==================== logs_orbit_sequencer
logs_orbit_sequencer/registers.png
Other sequential cells in the stronger grey, the rest of the logic in the fainter grey.
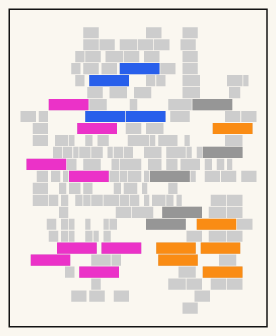
logs_orbit_sequencer/pdn.png
Pins as bars on the die edge. Tap cells in grey.
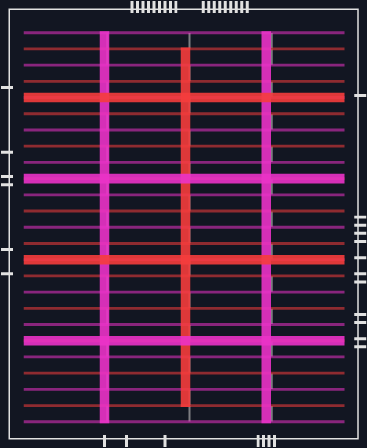
===== src/rtl/logs_orbit_sequencer.sv =====
// Drives the logistic-map iteration stage: latch r/x0, discard WARMUP iterations, then stream SAMPLES orbit points.
// Stalls in EMIT hold x/idx with out_valid high until out_ready; done pulses for one cycle at the end of a run.
module logs_orbit_sequencer #(
  parameter int FRAC    = 4,
  parameter int WARMUP  = 16,
  parameter int SAMPLES = 8,
  parameter int CW      = 8
) (
  input  logic            clk,
  input  logic            rst,
  input  logic            start,
  input  logic [FRAC+1:0] r_in,
  input  logic [FRAC-1:0] x0_in,
  output logic [FRAC-1:0] map_x,
  output logic [FRAC+1:0] map_r,
  input  logic [FRAC-1:0] map_next_x,
  output logic            out_valid,
  input  logic            out_ready,
  output logic [FRAC-1:0] out_x,
  output logic [CW-1:0]   out_idx,
  output logic            busy,
  output logic            done
);

  typedef enum logic [1:0] {S_IDLE, S_WARMUP, S_EMIT, S_DONE} state_t;

  // With WARMUP == 0 the warm-up state is never entered, so its terminal count is irrelevant.
  localparam logic [CW-1:0] WLAST = (WARMUP > 0) ? CW'(WARMUP - 1) : '0;
  localparam logic [CW-1:0] SLAST = CW'(SAMPLES - 1);

  state_t          state;
  logic [FRAC-1:0] x_reg;
  logic [FRAC+1:0] r_reg;
  logic [CW-1:0]   cnt;
  logic            valid_q;
  logic            busy_q;
  logic            done_q;

  always_ff @(posedge clk or posedge rst) begin
    if (rst) begin
      state   <= S_IDLE;
      x_reg   <= '0;
      r_reg   <= '0;
      cnt     <= '0;
      valid_q <= 1'b0;
      busy_q  <= 1'b0;
      done_q  <= 1'b0;
    end else begin
      case (state)
        S_IDLE: begin
          if (start) begin
            r_reg  <= r_in;
            x_reg  <= x0_in;
            cnt    <= '0;
            busy_q <= 1'b1;
            if (WARMUP == 0) begin
              state   <= S_EMIT;
              valid_q <= 1'b1;
            end else begin
              state <= S_WARMUP;
            end
          end
        end
        S_WARMUP: begin
          x_reg <= map_next_x;
          if (cnt == WLAST) begin
            cnt     <= '0;
            state   <= S_EMIT;
            valid_q <= 1'b1;
          end else begin
            cnt <= cnt + 1'b1;
          end
        end
        S_EMIT: begin
          if (out_ready) begin
            x_reg <= map_next_x;
            cnt   <= cnt + 1'b1;
            if (cnt == SLAST) begin
              state   <= S_DONE;
              valid_q <= 1'b0;
              done_q  <= 1'b1;
            end
          end
        end
        S_DONE: begin
          cnt    <= '0;
          state  <= S_IDLE;
          done_q <= 1'b0;
          busy_q <= 1'b0;
        end
        default: begin
          state   <= S_IDLE;
          valid_q <= 1'b0;
          busy_q  <= 1'b0;
          done_q  <= 1'b0;
        end
      endcase
    end
  end

  assign map_x     = x_reg;
  assign map_r     = r_reg;
  assign out_valid = valid_q;
  assign busy      = busy_q;
  assign done      = done_q;
  assign out_x     = valid_q ? x_reg : '0;
  assign out_idx   = valid_q ? cnt : '0;

endmodule

===== config.mk =====
export PLATFORM = sky130hd
export DESIGN_NAME = logs_orbit_sequencer
export DESIGN_NICKNAME = d
export VERILOG_FILES = /design/src/rtl/logs_orbit_sequencer.sv
export SDC_FILE = /design/constraint.sdc
export NUM_CORES = 1
export LEC_CHECK = 0
export CORE_ASPECT_RATIO = 1.25
export CORE_MARGIN = 2
export CORE_UTILIZATION = 35
export DETAILED_ROUTE_END_ITERATION = 6
export PLACE_DENSITY_LB_ADDON = 0.2
export SLEW_MARGIN = 20
export SYNTH_ARGS = -nofsm -noshare
export SYNTH_HDL_FRONTEND = slang
export SYNTH_SLANG_ARGS = --single-unit

===== constraint.sdc =====
create_clock -name clk -period 2.59 [get_ports clk]
set_input_delay 0.6475 -clock clk [delete_from_list [all_inputs] [get_ports clk]]
set_output_delay 0.6475 -clock clk [all_outputs]
set_load 0.02 [all_outputs]

==> qor_table.md <==
| Quantity | Value |
| --- | --- |
| Status | completed |
| Clock period minus worst slack | 2320 ps |
| Sw Ratio | 0.385 |
| Clk power | 0.218 mW |
| Startpoint of the tightest hold check path | map_r[3] |
| Busiest metal layer after global routing | met2 |
| Most numerous cell in the Yosys netlist | dfrtp_1 |
| DRC Markers | 0 |
| Slew Limit Headroom | 0.671 |
| Post-synth top cells | 23 x dfrtp_1, 14 x mux2_2, 11 x and2_1, 9 x nand2_1 |
| Register area | 576 um2 |
| Biggest consumer | combinational logic |
| Effective utilization at floorplan | 0.366 |
| Mapped Nets | 146 |
| Post-route fraction of the period consumed by the critical path | 0.896 |
| Setup repair after global routing missed its margin | no |
| Total combinational power | 1.14 mW |
| Last element of the critical path | out_idx[4] |
| Routing usage on met1 | 0.189 |
| P&R area growth vs syn | 38.9% |
| Worst hold margin | 508 ps |
| Leakage power of the design | 0.741 nW |
| Chip Area, Yosys | 1290 um2 |
| Type of element capturing the critical path | output pin |
| Top Metal Used | met4 |
## Picture notes: logs_orbit_sequencer/registers.png
cnt -> magenta  # sequential cells 8
map_r -> orange  # sequential cells 6, where bottom right
map_x -> blue  # sequential cells 4, where top middle
not coloured = 5

## Picture notes: logs_orbit_sequencer/pdn.png
VDD -> red
VSS -> magenta
rows = 24
met4 straps = 3
die height: 71.8 um
placeable core area: 3510 um2
peak supply drop: 0.615 mV
width of the die: 58.2 um


==================== hilo_muldiv_unit
==> config.mk <==
export PLATFORM = sky130hd
export DESIGN_NAME = hilo_muldiv_unit
export DESIGN_NICKNAME = d
export VERILOG_FILES = /design/src/rtl/hilo_muldiv_unit.sv
export SDC_FILE = /design/constraint.sdc
export NUM_CORES = 2
export LEC_CHECK = 0
export CORE_ASPECT_RATIO = 1.5
export CORE_UTILIZATION = 50
export CTS_BUF_LIST = sky130_fd_sc_hd__clkbuf_4 sky130_fd_sc_hd__clkbuf_8
export CTS_CLUSTER_SIZE = 28
export DETAILED_ROUTE_END_ITERATION = 8
export DONT_BUFFER_PORTS = 1
export SYNTH_ARGS = -nofsm -noshare
export SYNTH_HDL_FRONTEND = slang
export SYNTH_SLANG_ARGS = --single-unit
==> constraint.sdc <==
create_clock -name clk -period 11.5 [get_ports clk]
set_clock_uncertainty 0.05 [all_clocks]
set_input_delay 1.725 -clock clk [delete_from_list [all_inputs] [get_ports clk]]
set_output_delay 1.725 -clock clk [all_outputs]
set_load 0.01 [all_outputs]
==> src/rtl/hilo_muldiv_unit.sv <==
// hilo_muldiv_unit: EX-stage multi-cycle multiply/divide unit that owns HI/LO and drives the HI/LO bypass.
module hilo_muldiv_unit #(
  parameter int MUL_LATENCY = 1
) (
  input  logic        clk,
  input  logic        rst,
  input  logic        flush,
  input  logic        valid_ex,
  input  logic [2:0]  op_ex,
  input  logic [31:0] a_ex,
  input  logic [31:0] b_ex,
  output logic [63:0] hilo_ex,
  output logic [63:0] hilo_reg,
  output logic        stall_req,
  output logic        busy
);
  localparam logic [1:0] S_IDLE = 2'd0, S_MUL = 2'd1, S_DIV = 2'd2, S_DONE = 2'd3;
  localparam logic [2:0] OP_MULT = 3'd1, OP_MULTU = 3'd2, OP_DIV = 3'd3, OP_DIVU = 3'd4;
  localparam logic [2:0] OP_MTHI = 3'd5, OP_MTLO = 3'd6;
  logic [1:0]  state_q, state_d;
  logic [4:0]  cnt_q, cnt_d;
  logic [31:0] hi_q, hi_d, lo_q, lo_d, a_q, a_d, b_q, b_d, rem_q, rem_d;
  logic [63:0] res_q, res_d;
  logic        sgn_q, sgn_d, mul_q, mul_d, qs_q, qs_d, rs_q, rs_d;
  logic [63:0] pipe_q [MUL_LATENCY];
  logic [63:0] prod, result;
  logic [32:0] shl;
  logic [31:0] diff, rem_n, quot_n, abs_a, abs_b;
  logic        ge, is_mul, is_div, sdiv;
  assign is_mul = (op_ex == OP_MULT) || (op_ex == OP_MULTU);
  assign is_div = (op_ex == OP_DIV) || (op_ex == OP_DIVU);
  assign sdiv   = op_ex == OP_DIV;
  assign abs_a  = (sdiv && a_ex[31]) ? -a_ex : a_ex;
  assign abs_b  = (sdiv && b_ex[31]) ? -b_ex : b_ex;
  // Low 64 bits of a 64x64 product of sign/zero-extended operands is the exact 32x32 result.
  assign prod   = {{32{sgn_q & a_q[31]}}, a_q} * {{32{sgn_q & b_q[31]}}, b_q};
  // a_q shifts the dividend out at the top while quotient bits enter at the bottom.
  assign shl    = {rem_q, a_q[31]};
  assign ge     = shl >= {1'b0, b_q};
  assign diff   = shl[31:0] - b_q;
  assign rem_n  = ge ? diff : shl[31:0];
  assign quot_n = {a_q[30:0], ge};
  assign result = mul_q ? pipe_q[MUL_LATENCY-1] : res_q;
  assign hilo_reg = {hi_q, lo_q};
  assign busy     = state_q != S_IDLE;
  always_comb begin
    state_d   = state_q;
    cnt_d     = cnt_q;
    hi_d      = hi_q;
    lo_d      = lo_q;
    a_d       = a_q;
    b_d       = b_q;
    rem_d     = rem_q;
    res_d     = res_q;
    sgn_d     = sgn_q;
    mul_d     = mul_q;
    qs_d      = qs_q;
    rs_d      = rs_q;
    stall_req = 1'b0;
    hilo_ex   = {hi_q, lo_q};
    case (state_q)
      S_IDLE: begin
        if (valid_ex && is_mul) begin
          stall_req = 1'b1;
          a_d       = a_ex;
          b_d       = b_ex;
          sgn_d     = op_ex == OP_MULT;
          mul_d     = 1'b1;
          cnt_d     = '0;
          state_d   = S_MUL;
        end else if (valid_ex && is_div && b_ex != '0) begin
          stall_req = 1'b1;
          a_d       = abs_a;
          b_d       = abs_b;
          rem_d     = '0;
          qs_d      = sdiv && (a_ex[31] ^ b_ex[31]);
          rs_d      = sdiv && a_ex[31];
          mul_d     = 1'b0;
          cnt_d     = '0;
          state_d   = S_DIV;
        end else if (valid_ex && is_div) begin
          stall_req = 1'b1;
          res_d     = {a_ex, 32'hFFFF_FFFF};
          mul_d     = 1'b0;
          state_d   = S_DONE;
        end else if (valid_ex && op_ex == OP_MTHI) begin
          hilo_ex = {a_ex, lo_q};
          hi_d    = a_ex;
        end else if (valid_ex && op_ex == OP_MTLO) begin
          hilo_ex = {hi_q, a_ex};
          lo_d    = a_ex;
        end
      end
      S_MUL: begin
        stall_req = 1'b1;
        cnt_d     = (cnt_q == 5'(MUL_LATENCY - 1)) ? '0 : cnt_q + 5'd1;
        state_d   = (cnt_q == 5'(MUL_LATENCY - 1)) ? S_DONE : S_MUL;
      end
      S_DIV: begin
        stall_req = 1'b1;
        a_d       = quot_n;
        rem_d     = rem_n;
        cnt_d     = cnt_q + 5'd1;
        res_d     = {rs_q ? -rem_n : rem_n, qs_q ? -quot_n : quot_n};
        state_d   = (cnt_q == 5'd31) ? S_DONE : S_DIV;
      end
      default: begin
        hilo_ex      = result;
        {hi_d, lo_d} = result;
        state_d      = S_IDLE;
      end
    endcase
    if (flush) begin
      state_d   = S_IDLE;
      cnt_d     = '0;
      stall_req = 1'b0;
      hi_d      = hi_q;
      lo_d      = lo_q;
    end
  end
  always_ff @(posedge clk) begin
    if (rst) begin
      state_q <= S_IDLE;
      cnt_q   <= '0;
      hi_q    <= '0;
      lo_q    <= '0;
      a_q     <= '0;
      b_q     <= '0;
      rem_q   <= '0;
      res_q   <= '0;
      sgn_q   <= 1'b0;
      mul_q   <= 1'b0;
      qs_q    <= 1'b0;
      rs_q    <= 1'b0;
      for (int i = 0; i < MUL_LATENCY; i++) pipe_q[i] <= '0;
    end else begin
      state_q <= state_d;
      cnt_q   <= cnt_d;
      hi_q    <= hi_d;
      lo_q    <= lo_d;
      a_q     <= a_d;
      b_q     <= b_d;
      rem_q   <= rem_d;
      res_q   <= res_d;
      sgn_q   <= sgn_d;
      mul_q   <= mul_d;
      qs_q    <= qs_d;
      rs_q    <= rs_d;
      pipe_q[0] <= prod;
      for (int i = 1; i < MUL_LATENCY; i++) pipe_q[i] <= pipe_q[i-1];
    end
  end
endmodule
hilo_muldiv_unit/cell_classes.png
Bar = 100 um.
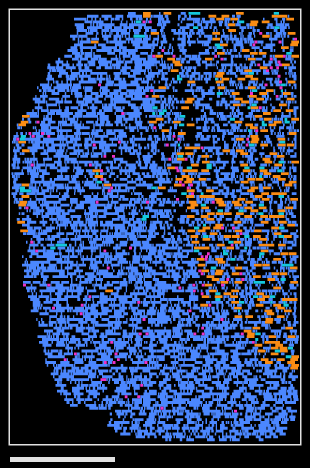
all other logic -> blue  # cells 5921, share of their area 86%
flip-flops -> orange  # cells 299, share of their area 11%
other buffers and delay cells -> magenta  # cells 126, share of their area 1.7%
clock drivers and dummy loads -> cyan  # cells 96, share of their area 2.2%

==> qor_table.md <==
| Quantity | Value |
| --- | --- |
| First-pass iteration count of the detailed router | 6 |
| Total number of sequential cells | 299 |
| # IOs | 201 |
| Worst path top cell family by delay | adder cells |
| Status | completed |
| Maximum level of the CTS H-tree | 2 |
| Sequential fraction of design power | 0.283 |
| Clock tree from TritonCTS | yes |
| Tap cells | 1444 |
| Non-Filler Instances | 7889 |
| Routing usage on met1 | 0.405 |
| Antenna viol nets, final | 0 |
| Final worst slack | 2140 ps |
| Flop+latch power | 1.25 mW |
| Violation tally from detailed-route iteration zero | 3487 |
| Area fraction in mux cells | 0.0179 |
| Maximum number of pins on one net before global-route repair | 295 |
| Crit. Startpoint | a_q[5] |
| Leftover overflow at the end of global routing | 0 |
| Fraction of area in multi-input gates | 0.754 |
| Sw Ratio | 0.443 |
| Met3 demand-to-capacity share in global routing | 0.0578 |
| Crit. path cell count | 23 |
| Die area | 114000 um2 |
hilo_muldiv_unit/clock_map.png
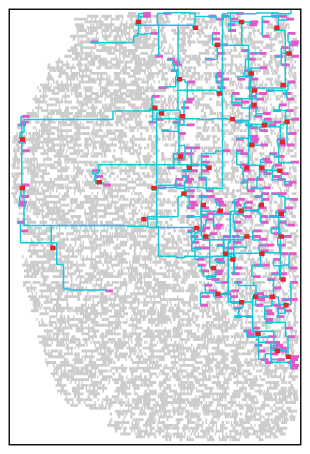
cells driving clock nets -> red  # count 55
flip-flops -> magenta  # count 299
clock wires -> cyan  # length 5560 um
routed clock nets = 56


==================== mem_access_ctrl
mem_access_ctrl/cell_classes.png
Bar = 20 um.
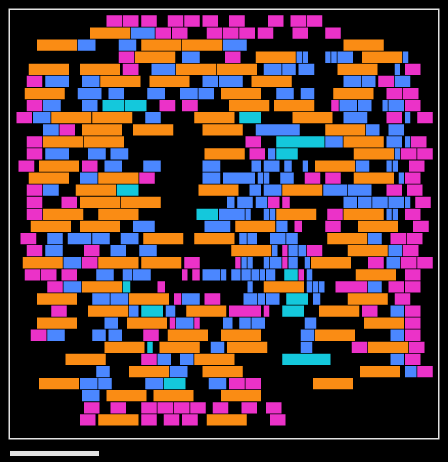
mem_access_ctrl/registers.png
Other sequential cells in the stronger grey, the rest of the logic in the fainter grey.
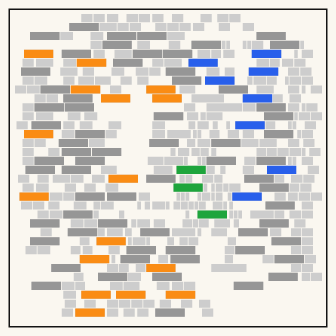
===== config.mk =====
export PLATFORM = sky130hd
export DESIGN_NAME = mem_access_ctrl
export DESIGN_NICKNAME = d
export VERILOG_FILES = /design/src/rtl/mem_access_ctrl.sv
export SDC_FILE = /design/constraint.sdc
export NUM_CORES = 1
export LEC_CHECK = 0
export CAP_MARGIN = 40
export CORE_UTILIZATION = 43
export DETAILED_ROUTE_END_ITERATION = 6
export GPL_ROUTABILITY_DRIVEN = 0
export GPL_TIMING_DRIVEN = 0
export PLACE_DENSITY = 0.87
export SKIP_LAST_GASP = 1
export SLEW_MARGIN = 0
export SYNTH_ARGS = -nofsm -noshare
export SYNTH_HDL_FRONTEND = slang
export SYNTH_SLANG_ARGS = --single-unit

===== constraint.sdc =====
create_clock -name clk -period 2.9 [get_ports clk]
set_input_delay 0.58 -clock clk [delete_from_list [all_inputs] [get_ports clk]]
set_output_delay 0.58 -clock clk [all_outputs]
set_load 0.02 [all_outputs]

===== src/rtl/mem_access_ctrl.sv =====
// Sequences single-word LC-3 memory requests into ldMAR/ldMDR/selMDR/memWE/Bus steps and decodes the xFE00+ I/O page locally.
// Latency: RAM read or write -> ready in cycle 4 after the accepting edge; I/O access -> ready in cycle 2.
// Backpressure: req is sampled only in IDLE, so a new request is accepted at the earliest on the cycle after ready.
//
// Ports: clk/reset (async, active-high); req/we/addr/wdata request in; rdata/ready/busy completion out;
//        bus_out/ldMAR/ldMDR/selMDR/memWE to the memory stage, mem_q from it;
//        kb_strobe/kb_char keyboard in; dsp_ready/ddr_valid/ddr_data display side.
module mem_access_ctrl (
    input  logic        clk,
    input  logic        reset,
    input  logic        req,
    input  logic        we,
    input  logic [15:0] addr,
    input  logic [15:0] wdata,
    output logic [15:0] rdata,
    output logic        ready,
    output logic        busy,
    output logic [15:0] bus_out,
    output logic        ldMAR,
    output logic        ldMDR,
    output logic        selMDR,
    output logic        memWE,
    input  logic [15:0] mem_q,
    input  logic        kb_strobe,
    input  logic [7:0]  kb_char,
    input  logic        dsp_ready,
    output logic        ddr_valid,
    output logic [7:0]  ddr_data
);

    localparam logic [15:0] IO_BASE   = 16'hFE00;
    localparam logic [15:0] ADDR_KBSR = 16'hFE00;
    localparam logic [15:0] ADDR_KBDR = 16'hFE02;
    localparam logic [15:0] ADDR_DSR  = 16'hFE04;
    localparam logic [15:0] ADDR_DDR  = 16'hFE06;

    typedef enum logic [2:0] {
        IDLE, LD_MAR, RD_WAIT, RD_LDMDR, WR_LDMDR, WR_MEM, IO, DONE
    } state_t;

    state_t      state;
    logic [15:0] addr_r;
    logic        we_r;
    logic [15:0] wdata_r;
    logic        kb_full;
    logic [7:0]  kbdr;
    logic        kbdr_rd;
    logic [15:0] io_rdata;

    // A KBDR read completes on the edge leaving IO; that same edge clears kb_full.
    assign kbdr_rd = (state == IO) && !we_r && (addr_r == ADDR_KBDR);

    always_comb begin
        io_rdata = 16'h0000;
        case (addr_r)
            ADDR_KBSR: io_rdata = {kb_full, 15'b0};
            ADDR_KBDR: io_rdata = {8'h00, kbdr};
            ADDR_DSR:  io_rdata = {dsp_ready, 15'b0};
            default:   io_rdata = 16'h0000;
        endcase
    end

    // Keyboard register. The read path samples kbdr before this edge updates it,
    // so a strobe coinciding with a KBDR read hands out the old character and
    // leaves the new one pending with kb_full still set.
    always_ff @(posedge clk or posedge reset) begin
        if (reset) begin
            kb_full <= 1'b0;
            kbdr    <= 8'h00;
        end else if (kb_strobe && (!kb_full || kbdr_rd)) begin
            kb_full <= 1'b1;
            kbdr    <= kb_char;
        end else if (kbdr_rd) begin
            kb_full <= 1'b0;
        end
    end

    // Outputs are registered: each transition loads the control values that
    // belong to the state being entered, so every strobe is clean for a full cycle.
    always_ff @(posedge clk or posedge reset) begin
        if (reset) begin
            state     <= IDLE;
            addr_r    <= 16'h0000;
            we_r      <= 1'b0;
            wdata_r   <= 16'h0000;
            rdata     <= 16'h0000;
            ready     <= 1'b0;
            busy      <= 1'b0;
            bus_out   <= 16'h0000;
            ldMAR     <= 1'b0;
            ldMDR     <= 1'b0;
            selMDR    <= 1'b0;
            memWE     <= 1'b0;
            ddr_valid <= 1'b0;
            ddr_data  <= 8'h00;
        end else begin
            ready     <= 1'b0;
            bus_out   <= 16'h0000;
            ldMAR     <= 1'b0;
            ldMDR     <= 1'b0;
            selMDR    <= 1'b0;
            memWE     <= 1'b0;
            ddr_valid <= 1'b0;
            case (state)
                IDLE: begin
                    if (req) begin
                        addr_r  <= addr;
                        we_r    <= we;
                        wdata_r <= wdata;
                        busy    <= 1'b1;
                        if (addr >= IO_BASE) begin
                            state <= IO;
                        end else begin
                            state   <= LD_MAR;
                            ldMAR   <= 1'b1;
                            bus_out <= addr;
                        end
                    end
                end
                LD_MAR: begin
                    if (we_r) begin
                        state   <= WR_LDMDR;
                        ldMDR   <= 1'b1;
                        bus_out <= wdata_r;
                    end else begin
                        // RAM latches the MAR address during RD_WAIT.
                        state <= RD_WAIT;
                    end
                end
                RD_WAIT: begin
                    state  <= RD_LDMDR;
                    selMDR <= 1'b1;
                    ldMDR  <= 1'b1;
                end
                RD_LDMDR: begin
                    rdata <= mem_q;
                    state <= DONE;
                    ready <= 1'b1;
                end
                WR_LDMDR: begin
                    state <= WR_MEM;
                    memWE <= 1'b1;
                end
                WR_MEM: begin
                    state <= DONE;
                    ready <= 1'b1;
                end
                IO: begin
                    if (!we_r) begin
                        rdata <= io_rdata;
                    end else if (addr_r == ADDR_DDR) begin
                        ddr_data  <= wdata_r[7:0];
                        ddr_valid <= 1'b1;
                    end
                    state <= DONE;
                    ready <= 1'b1;
                end
                DONE: begin
                    // req is deliberately not sampled here.
                    state <= IDLE;
                    busy  <= 1'b0;
                end
                default: begin
                    state <= IDLE;
                    busy  <= 1'b0;
                end
            endcase
        end
    end

endmodule


==> qor_table.md <==
| Quantity | Value |
| --- | --- |
| Status | completed |
| Filler cells | 710 |
| Number of instances in the synthesized netlist | 273 |
| Number of max-cap violations | 0 |
| Last element of the critical path | wdata_r[15] |
| Routed length per placed instance | 16.8 um |
| Wire length of the first global-routing pass | 13400 um |
| Metal2 WL | 4170 um |
| Type of element capturing the critical path | flop |
| Maximum level of the CTS H-tree | 3 |
| Die height | 96.3 um |
| Worst R2R Path Depth | 4 |
| Setup_tns | 0 ps |
| Die area | 9280 um2 |
| Wire length the detailed router placed on met1 | 3690 um |
| Width of the die | 96.3 um |
| Number of buffers added for setup after CTS | 0 |
| Clock group share of total power | 0.201 |
Notes on mem_access_ctrl/cell_classes.png above:
all other logic -> blue  # cells 166, share of their area 28%
flip-flops -> orange  # cells 92, share of their area 45%
other buffers and delay cells -> magenta  # cells 125, share of their area 23%
clock drivers and dummy loads -> cyan  # cells 15, share of their area 4.2%
utilization after layout: 0.611
sequential fraction of total cell area: 0.434
Rows: 34

Notes on mem_access_ctrl/registers.png above:
state -> green  # sequential cells 3
bus_out -> orange  # sequential cells 16
kbdr -> blue  # sequential cells 8
Flop+latch power: 1.99 mW
register area: 2300 um2


==================== cmp_seq_ctrl
cmp_seq_ctrl/cell_classes.png
Bar = 50 um.
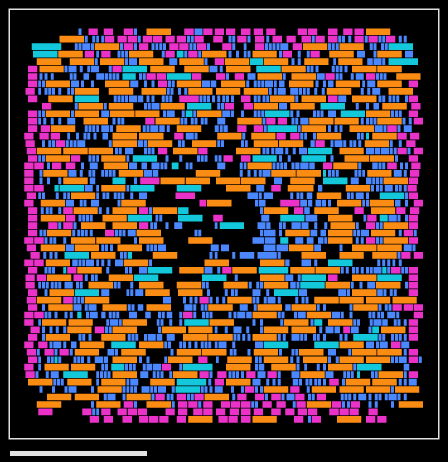
cmp_seq_ctrl/registers.png
Other sequential cells in the stronger grey, the rest of the logic in the fainter grey.
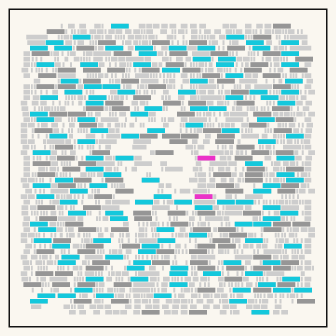
--- src/rtl/cmp_seq_ctrl.sv ---
// cmp_seq_ctrl: sequenced wide equality comparator, one slice per cycle.
// Optional macro CMP_SEQ_EARLY_EXIT_EN: stop scanning at first mismatch.
module cmp_seq_ctrl #(
    parameter int WIDTH = 128,
    parameter int SLICE = 32,
    localparam int SLICES = WIDTH / SLICE,
    localparam int IDXW = (SLICES > 1) ? $clog2(SLICES) : 1
) (
    input  logic             clk,
    input  logic             rst_n,
    input  logic             in_valid,
    output logic             in_ready,
    input  logic [WIDTH-1:0] d1,
    input  logic [WIDTH-1:0] d2,
    output logic             out_valid,
    input  logic             out_ready,
    output logic             out_eq,
    output logic [IDXW-1:0]  out_idx,
    output logic             busy
);

    localparam logic [1:0] IDLE = 2'd0;
    localparam logic [1:0] RUN  = 2'd1;
    localparam logic [1:0] DONE = 2'd2;

    logic [1:0]       state;
    logic [IDXW-1:0]  cnt;
    logic [WIDTH-1:0] a;
    logic [WIDTH-1:0] b;
    logic             acc;
    logic             mm;
    logic [IDXW-1:0]  idx;
    logic             eq_r;
    logic [IDXW-1:0]  idx_r;

    logic [SLICE-1:0] sa;
    logic [SLICE-1:0] sb;
    logic             eq_k;
    logic             last;
    logic             leave;

    assign in_ready  = (state == IDLE);
    assign out_valid = (state == DONE);
    assign busy      = (state != IDLE);
    assign out_eq    = eq_r;
    assign out_idx   = idx_r;

    // Select the current slice of both operands into one shared comparator.
    always_comb begin
        sa = '0;
        sb = '0;
        for (int i = 0; i < SLICES; i++) begin
            if (cnt == IDXW'(i)) begin
                sa = a[i*SLICE +: SLICE];
                sb = b[i*SLICE +: SLICE];
            end
        end
    end

    assign eq_k = (sa == sb);
    assign last = (cnt == IDXW'(SLICES - 1));

`ifdef CMP_SEQ_EARLY_EXIT_EN
    assign leave = last || !eq_k;
`else
    assign leave = last;
`endif

    // Controller: accept, scan slices, hold the verdict until consumed.
    always_ff @(posedge clk or negedge rst_n) begin
        if (!rst_n) begin
            state <= IDLE;
            cnt   <= '0;
            a     <= '0;
            b     <= '0;
            acc   <= 1'b1;
            mm    <= 1'b0;
            idx   <= '0;
            eq_r  <= 1'b0;
            idx_r <= '0;
        end else begin
            unique case (state)
                IDLE: begin
                    if (in_valid) begin
                        a     <= d1;
                        b     <= d2;
                        cnt   <= '0;
                        acc   <= 1'b1;
                        mm    <= 1'b0;
                        idx   <= '0;
                        state <= RUN;
                    end
                end
                RUN: begin
                    acc <= acc & eq_k;
                    if (!eq_k && !mm) begin
                        idx <= cnt;
                        mm  <= 1'b1;
                    end
                    if (!last) begin
                        cnt <= cnt + IDXW'(1);
                    end
                    if (leave) begin
                        eq_r  <= acc & eq_k;
                        idx_r <= (!mm && !eq_k) ? cnt : idx;
                        state <= DONE;
                    end
                end
                DONE: begin
                    if (out_ready) begin
                        state <= IDLE;
                    end
                end
                default: begin
                    state <= IDLE;
                end
            endcase
        end
    end

endmodule

--- config.mk ---
export PLATFORM = sky130hd
export DESIGN_NAME = cmp_seq_ctrl
export DESIGN_NICKNAME = d
export VERILOG_FILES = /design/src/rtl/cmp_seq_ctrl.sv
export SDC_FILE = /design/constraint.sdc
export NUM_CORES = 1
export LEC_CHECK = 0
export CAP_MARGIN = 15
export CORE_MARGIN = 5
export CORE_UTILIZATION = 54
export CTS_CLUSTER_DIAMETER = 40
export DETAILED_ROUTE_END_ITERATION = 10
export PLACE_DENSITY_LB_ADDON = 0.25
export SYNTH_ARGS = -nofsm -noshare
export SYNTH_HDL_FRONTEND = slang
export SYNTH_SLANG_ARGS = --single-unit
--- constraint.sdc ---
create_clock -name clk -period 5.1 [get_ports clk]
set_input_delay 1.02 -clock clk [delete_from_list [all_inputs] [get_ports clk]]
set_output_delay 1.02 -clock clk [all_outputs]
set_load 0.03 [all_outputs]
==> qor_table.md <==
| Quantity | Value |
| --- | --- |
| Sequential fraction of design power | 0.403 |
| Clock transition at path regs | 60 ps |
| Wire length the detailed router placed on met1 | 11700 um |
| P&R area growth vs syn | 36.9% |
| Die area | 24400 um2 |
| Tap cells | 275 |
| Met3 Routed Length | 1660 um |
| CTS root buf | clkbuf_16 |
| Post-detailed-route via-to-cell ratio | 4.93 |
| Top non-seq family | simple AND/OR/NAND/NOR gates |
| Final-layout non-clock buffer area share | 0.174 |
| Top cell category | sequential cells |
| Violation tally from detailed-route iteration zero | 603 |
| Placeable core area | 21000 um2 |
| Worst path top cell family by delay | buffers and inverters |
| Wire length of the first global-routing pass | 46100 um |
| Number of max-cap violations | 0 |
| Overall Global Routing Usage | 0.233 |
| Status | completed |
| Area fraction in mux cells | 0.00358 |
| # IOs | 266 |
| Placer Congestion | 0.808 |
| Most numerous cell in the Yosys netlist | nand2_1 |
Notes on cmp_seq_ctrl/cell_classes.png above:
flip-flops -> orange  # cells 267, share of their area 43%
all other logic -> blue  # cells 992, share of their area 30%
other buffers and delay cells -> magenta  # cells 271, share of their area 18%
clock drivers and dummy loads -> cyan  # cells 68, share of their area 8.9%

Notes on cmp_seq_ctrl/registers.png above:
cnt -> magenta  # sequential cells 2
a -> cyan  # sequential cells 128, where spread over the die
not coloured = 137


==================== dmem_arbiter
dmem_arbiter/final_congestion.png
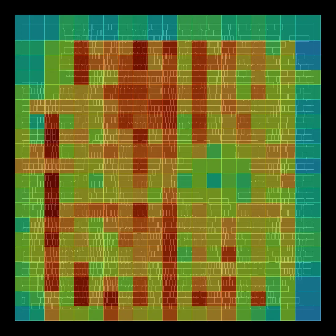
dmem_arbiter/clock_map.png
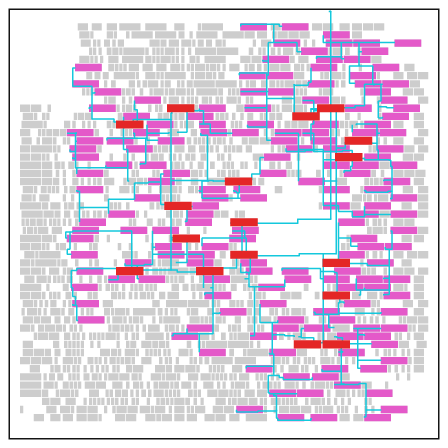
==> src/rtl/dmem_arb_pkg.sv <==
// Shared types and helpers for the two-port data-memory arbiter.
package dmem_arb_pkg;

    typedef enum logic {
        IDLE   = 1'b0,
        RMW_WR = 1'b1
    } arb_state_e;

    localparam logic       PORT_CORE = 1'b0;
    localparam logic       PORT_DBG  = 1'b1;
    localparam logic [3:0] BE_FULL   = 4'hF;

    // Enabled lanes come from the new word, the rest keep the old word.
    function automatic logic [31:0] merge_be(input logic [31:0] old_w,
                                             input logic [31:0] new_w,
                                             input logic [3:0]  be);
        logic [31:0] w_out;
        for (int i = 0; i < 4; i++) begin
            w_out[8*i +: 8] = be[i] ? new_w[8*i +: 8] : old_w[8*i +: 8];
        end
        return w_out;
    endfunction

endpackage

==> src/rtl/dmem_arb_pick.sv <==
// Combinational grant selection; the preference input is held by the parent.
module dmem_arb_pick
    import dmem_arb_pkg::*;
(
    input  logic [1:0] i_req,
    input  logic       i_pref,
    output logic [1:0] o_gnt
);

    always_comb begin
        o_gnt = 2'b00;
        case (i_req)
            2'b01:   o_gnt = 2'b01;
            2'b10:   o_gnt = 2'b10;
            2'b11:   o_gnt = (i_pref == PORT_DBG) ? 2'b10 : 2'b01;
            default: o_gnt = 2'b00;
        endcase
    end

endmodule

==> src/rtl/dmem_arbiter.sv <==
// Two-port arbiter/sequencer for the single-port data memory with partial-write RMW.
// Define DMEM_ARB_RR_EN for round-robin arbitration; otherwise port 0 has fixed priority.
module dmem_arbiter
    import dmem_arb_pkg::*;
#(
    parameter int ADDR_W = 32,
    parameter int DATA_W = 32,
    parameter int DEPTH  = 64
) (
    input  logic              clk,
    input  logic              rst,
    input  logic              p0_req,
    input  logic              p0_we,
    input  logic [3:0]        p0_be,
    input  logic [ADDR_W-1:0] p0_addr,
    input  logic [DATA_W-1:0] p0_wdata,
    output logic              p0_gnt,
    output logic              p0_rsp_valid,
    output logic              p0_rsp_err,
    output logic [DATA_W-1:0] p0_rdata,
    input  logic              p1_req,
    input  logic              p1_we,
    input  logic [3:0]        p1_be,
    input  logic [ADDR_W-1:0] p1_addr,
    input  logic [DATA_W-1:0] p1_wdata,
    output logic              p1_gnt,
    output logic              p1_rsp_valid,
    output logic              p1_rsp_err,
    output logic [DATA_W-1:0] p1_rdata,
    output logic              mem_MemRW,
    output logic [ADDR_W-1:0] mem_addr,
    output logic [DATA_W-1:0] mem_DataW,
    input  logic [DATA_W-1:0] mem_DataR
);

    arb_state_e        r_state;
    arb_state_e        w_state_nxt;
    logic [1:0]        w_req;
    logic [1:0]        w_gnt;
    logic              w_pref;
    logic              w_any;
    logic              w_sel;
    logic              w_we;
    logic [3:0]        w_be;
    logic [ADDR_W-1:0] w_addr;
    logic [DATA_W-1:0] w_wdata;
    logic [ADDR_W-1:0] w_widx;
    logic              w_err;
    logic              w_full;
    logic              w_none;
    logic              w_part;

    logic [1:0]        r_rsp_valid;
    logic [1:0]        r_rsp_err;
    logic [DATA_W-1:0] r_rdata [2];
    logic [ADDR_W-1:0] r_rmw_addr;
    logic [DATA_W-1:0] r_rmw_wdata;
    logic [3:0]        r_rmw_be;
    logic [DATA_W-1:0] r_rmw_old;
    logic              r_rmw_port;

`ifdef DMEM_ARB_RR_EN
    logic r_ptr;
    assign w_pref = r_ptr;
`else
    assign w_pref = PORT_CORE;
`endif

    // No grants while in reset or while the RMW write cycle owns the memory.
    assign w_req = (r_state == IDLE && !rst) ? {p1_req, p0_req} : 2'b00;

    dmem_arb_pick u_pick (
        .i_req  (w_req),
        .i_pref (w_pref),
        .o_gnt  (w_gnt)
    );

    assign w_any   = |w_gnt;
    assign w_sel   = w_gnt[1];
    assign w_we    = w_sel ? p1_we    : p0_we;
    assign w_be    = w_sel ? p1_be    : p0_be;
    assign w_addr  = w_sel ? p1_addr  : p0_addr;
    assign w_wdata = w_sel ? p1_wdata : p0_wdata;

    assign w_widx = {2'b00, w_addr[ADDR_W-1:2]};
    assign w_err  = (w_addr[1:0] != 2'b00) || (w_widx >= ADDR_W'(DEPTH));
    assign w_full = w_we && !w_err && (w_be == BE_FULL);
    assign w_none = w_we && (w_be == 4'h0);
    assign w_part = w_we && !w_err && !w_full && !w_none;

    assign p0_gnt       = w_gnt[0];
    assign p1_gnt       = w_gnt[1];
    assign p0_rsp_valid = r_rsp_valid[0];
    assign p1_rsp_valid = r_rsp_valid[1];
    assign p0_rsp_err   = r_rsp_err[0];
    assign p1_rsp_err   = r_rsp_err[1];
    assign p0_rdata     = r_rdata[0];
    assign p1_rdata     = r_rdata[1];

    always_comb begin
        w_state_nxt = r_state;
        mem_MemRW   = 1'b0;
        mem_addr    = '0;
        mem_DataW   = '0;
        case (r_state)
            IDLE: begin
                if (w_any && !w_err && !w_none) begin
                    mem_addr = w_widx;
                    if (w_full) begin
                        mem_MemRW = 1'b1;
                        mem_DataW = w_wdata;
                    end
                    if (w_part) begin
                        w_state_nxt = RMW_WR;
                    end
                end
            end
            RMW_WR: begin
                mem_addr    = r_rmw_addr;
                mem_MemRW   = !rst;
                mem_DataW   = merge_be(r_rmw_old, r_rmw_wdata, r_rmw_be);
                w_state_nxt = IDLE;
            end
            default: w_state_nxt = IDLE;
        endcase
    end

    always_ff @(posedge clk or posedge rst) begin
        if (rst) begin
            r_state     <= IDLE;
            r_rsp_valid <= 2'b00;
            r_rsp_err   <= 2'b00;
            r_rdata[0]  <= '0;
            r_rdata[1]  <= '0;
            r_rmw_addr  <= '0;
            r_rmw_wdata <= '0;
            r_rmw_be    <= 4'h0;
            r_rmw_old   <= '0;
            r_rmw_port  <= PORT_CORE;
`ifdef DMEM_ARB_RR_EN
            r_ptr       <= PORT_CORE;
`endif
        end else begin
            r_state     <= w_state_nxt;
            r_rsp_valid <= 2'b00;
            r_rsp_err   <= 2'b00;
            r_rdata[0]  <= '0;
            r_rdata[1]  <= '0;
            if (r_state == RMW_WR) begin
                r_rsp_valid[r_rmw_port] <= 1'b1;
            end else if (w_any) begin
                if (w_part) begin
                    r_rmw_addr  <= w_widx;
                    r_rmw_wdata <= w_wdata;
                    r_rmw_be    <= w_be;
                    r_rmw_old   <= mem_DataR;
                    r_rmw_port  <= w_sel;
                end else begin
                    r_rsp_valid[w_sel] <= 1'b1;
                    r_rsp_err[w_sel]   <= w_err;
                    r_rdata[w_sel]     <= (!w_we && !w_err) ? mem_DataR : '0;
                end
            end
`ifdef DMEM_ARB_RR_EN
            // The port just served loses the next tie.
            if (w_any) begin
                r_ptr <= ~w_sel;
            end
`endif
        end
    end

endmodule

==> config.mk <==
export PLATFORM = sky130hd
export DESIGN_NAME = dmem_arbiter
export DESIGN_NICKNAME = d
export VERILOG_FILES = /design/src/rtl/dmem_arb_pkg.sv /design/src/rtl/dmem_arb_pick.sv /design/src/rtl/dmem_arbiter.sv
export SDC_FILE = /design/constraint.sdc
export NUM_CORES = 1
export LEC_CHECK = 0
export ABC_AREA = 1
export CORE_MARGIN = 3
export CORE_UTILIZATION = 46
export CTS_CLUSTER_SIZE = 14
export DETAILED_ROUTE_END_ITERATION = 8
export PLACE_DENSITY = 0.88
export SLEW_MARGIN = 20
export SYNTH_ARGS = -nofsm -noshare
export SYNTH_HDL_FRONTEND = slang
export SYNTH_SLANG_ARGS = --single-unit
==> constraint.sdc <==
create_clock -name clk -period 6.4 [get_ports clk]
set_clock_uncertainty 0.05 [all_clocks]
set_input_delay 0.96 -clock clk [delete_from_list [all_inputs] [get_ports clk]]
set_output_delay 0.96 -clock clk [all_outputs]
set_load 0.05 [all_outputs]
==> qor_table.md <==
| Quantity | Value |
| --- | --- |
| Xor/xnor share of the synthesized area | 0 |
| Die area | 20400 um2 |
| Worst hold margin | 419 ps |
| Number of enable flip-flop cells | 0 |
| # IOs | 309 |
| Die height | 143 um |
| Final worst slack | 666 ps |
| Fmax achieved | 174 MHz |
| Area of placed instances | 12100 um2 |
| And+or+nand+nor area frac | 0.392 |
| CP most frequent cell | nand2_1 |
| Status | completed |
| Dominant synthesized flop cell | dfrtp_1 |
| Fraction of layout instances using a drive strength above 1 | 0.0702 |
| Number of instances in the synthesized netlist | 1187 |
| Top Metal Used | met4 |
| Peak supply drop | 0.161 mV |
| Number of synthesis warnings | 0 |
| Violation tally from detailed-route iteration zero | 726 |
| Width of the die | 143 um |
About dmem_arbiter/final_congestion.png:
busiest metal layer after global routing: met2
utilization after layout: 0.698
routing usage on met1: 0.372

About dmem_arbiter/clock_map.png:
cells driving clock nets -> red  # count 17
flip-flops -> magenta  # count 168
clock wires -> cyan  # length 1910 um
flops lie = spread over the die
routed clock nets = 18
Clock Latency Late Sink: 420 ps
Clk power: 1.02 mW
clock group share of total power: 0.430


==================== gpio_config_loader
--- src/rtl/gpio_config_loader.sv ---
// gpio_config_loader: streams per-pad GPIO config words, highest pad first,
// onto the serial data/clock chain, then strobes serial_load.
module gpio_config_loader #(
   parameter int NUM_PADS = 38,
   parameter int CFG_BITS = 13,
   parameter int CLK_DIV  = 4,
   parameter int IDX_W    = (NUM_PADS > 1) ? $clog2(NUM_PADS) : 1
) (
   input  logic                clock,
   input  logic                reset,
   input  logic                start,
   output logic [IDX_W-1:0]    cfg_index,
   input  logic [CFG_BITS-1:0] cfg_data,
   output logic                serial_data_out,
   output logic                serial_clock,
   output logic                serial_load,
   output logic                busy,
   output logic                done
);

   localparam int BCW = $clog2(CFG_BITS + 1);
   localparam int DCW = (CLK_DIV > 1) ? $clog2(CLK_DIV) : 1;

   localparam logic [IDX_W-1:0] LAST_IDX = IDX_W'(NUM_PADS - 1);
   localparam logic [BCW-1:0]   LAST_BIT = BCW'(CFG_BITS - 1);
   localparam logic [DCW-1:0]   LAST_DIV = DCW'(CLK_DIV - 1);

   typedef enum logic [2:0] {
      S_IDLE,
      S_FETCH,
      S_LATCH,
      S_SHIFT_LO,
      S_SHIFT_HI,
      S_LOAD,
      S_DONE
   } state_t;

   state_t              r_state;
   logic [CFG_BITS-1:0] r_shift;
   logic [BCW-1:0]      r_bit_cnt;
   logic [DCW-1:0]      r_div_cnt;
   logic [IDX_W-1:0]    r_index;
   logic                r_sclk;
   logic                r_load;
   logic                r_busy;
   logic                r_done;

   logic                w_div_last;
   logic                w_bit_last;
   logic                w_pad_last;
   logic [CFG_BITS-1:0] w_shift_nxt;

   assign w_div_last  = (r_div_cnt == LAST_DIV);
   assign w_bit_last  = (r_bit_cnt == LAST_BIT);
   assign w_pad_last  = (r_index == '0);
   assign w_shift_nxt = r_shift << 1;

   // Data bit is the shift register MSB, itself a flop, so it only moves
   // on the edge that loads a word or drops serial_clock.
   assign serial_data_out = r_shift[CFG_BITS-1];
   assign serial_clock    = r_sclk;
   assign serial_load     = r_load;
   assign busy            = r_busy;
   assign done            = r_done;
   assign cfg_index       = r_index;

   // Chain load sequencer: fetch word, shift it out MSB first, next pad.
   always_ff @(posedge clock) begin
      if (reset) begin
         r_state   <= S_IDLE;
         r_shift   <= '0;
         r_bit_cnt <= '0;
         r_div_cnt <= '0;
         r_index   <= LAST_IDX;
         r_sclk    <= 1'b0;
         r_load    <= 1'b0;
         r_busy    <= 1'b0;
         r_done    <= 1'b0;
      end else begin
         r_done <= 1'b0;
         unique case (r_state)
            S_IDLE: begin
               r_index <= LAST_IDX;
               if (start) begin
                  r_busy  <= 1'b1;
                  r_state <= S_FETCH;
               end
            end
            // cfg_index is stable here; the registered read lands next cycle
            S_FETCH: begin
               r_state <= S_LATCH;
            end
            S_LATCH: begin
               r_shift   <= cfg_data;
               r_bit_cnt <= '0;
               r_div_cnt <= '0;
               r_sclk    <= 1'b0;
               r_state   <= S_SHIFT_LO;
            end
            S_SHIFT_LO: begin
               if (w_div_last) begin
                  r_div_cnt <= '0;
                  r_sclk    <= 1'b1;
                  r_state   <= S_SHIFT_HI;
               end else begin
                  r_div_cnt <= r_div_cnt + 1'b1;
               end
            end
            S_SHIFT_HI: begin
               if (w_div_last) begin
                  r_div_cnt <= '0;
                  r_sclk    <= 1'b0;
                  r_shift   <= w_shift_nxt;
                  r_bit_cnt <= r_bit_cnt + 1'b1;
                  if (!w_bit_last) begin
                     r_state <= S_SHIFT_LO;
                  end else if (w_pad_last) begin
                     r_load  <= 1'b1;
                     r_state <= S_LOAD;
                  end else begin
                     r_index <= r_index - 1'b1;
                     r_state <= S_FETCH;
                  end
               end else begin
                  r_div_cnt <= r_div_cnt + 1'b1;
               end
            end
            S_LOAD: begin
               if (w_div_last) begin
                  r_div_cnt <= '0;
                  r_load    <= 1'b0;
                  r_busy    <= 1'b0;
                  r_done    <= 1'b1;
                  r_state   <= S_DONE;
               end else begin
                  r_div_cnt <= r_div_cnt + 1'b1;
               end
            end
            // start is deliberately ignored here
            S_DONE: begin
               r_index <= LAST_IDX;
               r_state <= S_IDLE;
            end
            default: begin
               r_state <= S_IDLE;
            end
         endcase
      end
   end

endmodule

--- config.mk ---
export PLATFORM = sky130hd
export DESIGN_NAME = gpio_config_loader
export DESIGN_NICKNAME = d
export VERILOG_FILES = /design/src/rtl/gpio_config_loader.sv
export SDC_FILE = /design/constraint.sdc
export NUM_CORES = 1
export LEC_CHECK = 0
export CORE_MARGIN = 2
export CORE_UTILIZATION = 47
export DETAILED_ROUTE_END_ITERATION = 12
export PLACE_DENSITY = 0.74
export SETUP_SLACK_MARGIN = 0.1
export SYNTH_ARGS = -nofsm -noshare
export SYNTH_HDL_FRONTEND = slang
export SYNTH_SLANG_ARGS = --single-unit
--- constraint.sdc ---
create_clock -name clock -period 1.5 [get_ports clock]
set_clock_uncertainty 0.1 [all_clocks]
set_input_delay 0.225 -clock clock [delete_from_list [all_inputs] [get_ports clock]]
set_output_delay 0.225 -clock clock [all_outputs]
set_load 0.05 [all_outputs]
gpio_config_loader/cell_classes.png
Bar = 20 um.
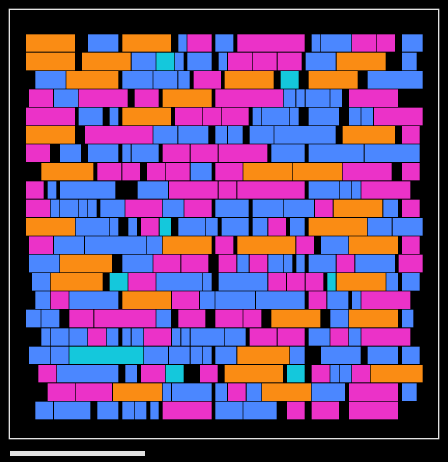
clock drivers and dummy loads -> cyan  # cells 8, share of their area 2.5%
other buffers and delay cells -> magenta  # cells 85, share of their area 34%
all other logic -> blue  # cells 141, share of their area 42%
flip-flops -> orange  # cells 32, share of their area 22%
Rows: 21
sequential fraction of total cell area: 0.214
placeable core area: 3360 um2
Post-Layout Inst Area: 3090 um2

gpio_config_loader/clock_map.png
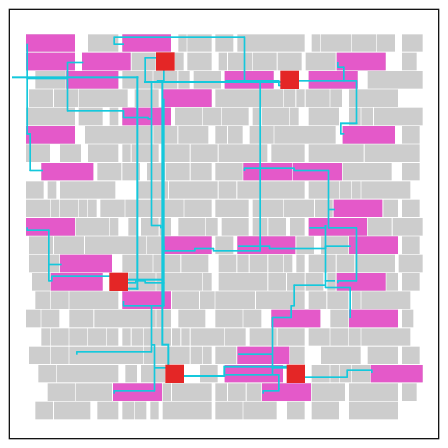
clock wires -> cyan  # length 566 um
flip-flops -> magenta  # count 32
cells driving clock nets -> red  # count 5
routed clock nets = 6
Clock Latency Late Sink: 370 ps
Clk power: 0.722 mW

==> qor_table.md <==
| Quantity | Value |
| --- | --- |
| Status | finished with violations |
| Failing checks | setup timing |
| Chip Area, Yosys | 1660 um2 |
| Type of element launching the critical path | flop |
| Mean Syn Cell Area | 8.86 um2 |
| Minimum setup slack after placement | -184 ps |
| Dominant cell area share | 0.387 |
| Wire length of the first global-routing pass | 10200 um |
| Number of sinks on the clock net | 32 |
| Post-synthesis share of cell area spent on full adders, half adders and majority gates | 0.0378 |
| Area fraction in mux cells | 0.0793 |
| Sequential fraction of design power | 0.423 |
| Final worst slack | -271 ps |
| Busiest metal layer after global routing | met2 |
| ClkCell Share | 0.0247 |
| Critical path arrival | 1960 ps |
| Leading area contributor after synthesis | dfxtp_1 |
| Effective utilization at floorplan | 0.493 |
| Most numerous cell in the Yosys netlist | dfxtp_1 |
| Count of endpoints failing setup in the final report | 26 |
| Number of buffers created by CTS | 5 |
| Share of synthesized cell area in and-or and or-and compound cells | 0.205 |


==> gallery <==
Floorplan with the power grid.
Pins as bars on the die edge. Tap cells in grey.
Plate I
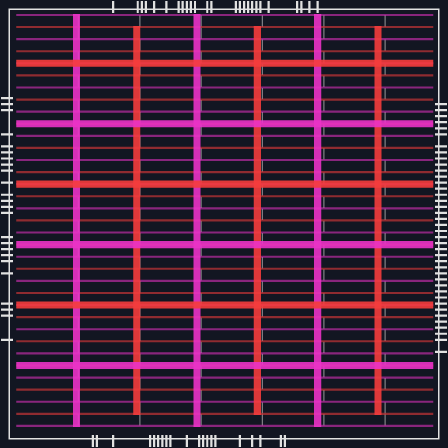
Plate II
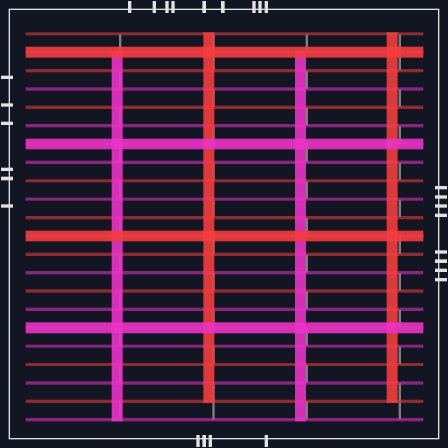
Plate III
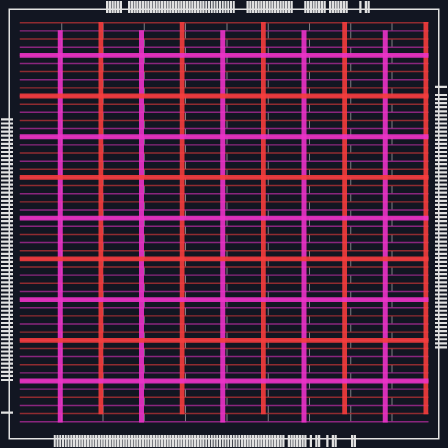
Plate IV
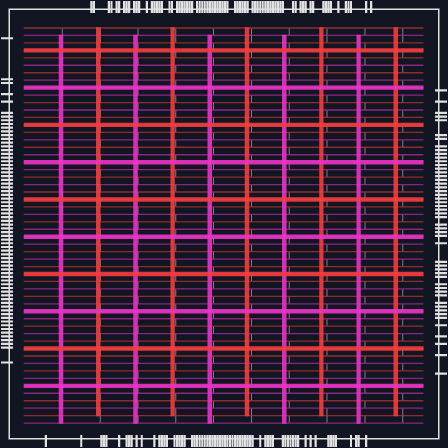
Plate V
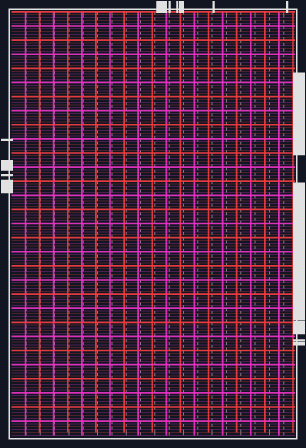
Plate V is hilo_muldiv_unit.
Plate I is mem_access_ctrl.
Plate II is gpio_config_loader.
Plate IV is cmp_seq_ctrl.
Plate III is dmem_arbiter.


==> gallery <==
Clock distribution.
picture 1
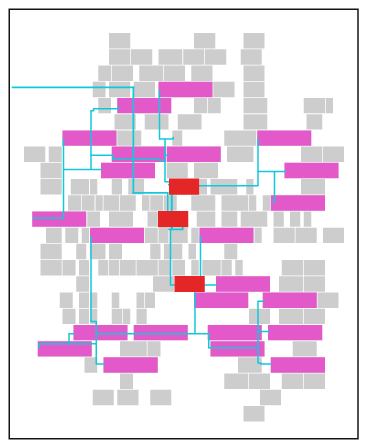
picture 2
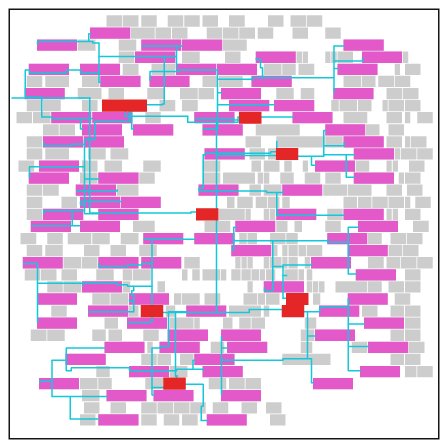
picture 3
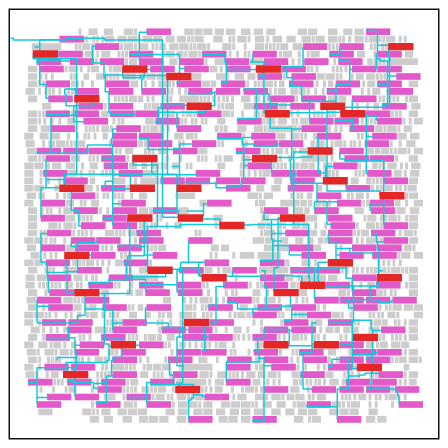
The one with the most sequential cells is picture 3.
| picture | from |
|---|---|
| picture 3 | cmp_seq_ctrl |
| picture 2 | mem_access_ctrl |
| picture 1 | logs_orbit_sequencer |

Power and IR drop assume default switching activity.
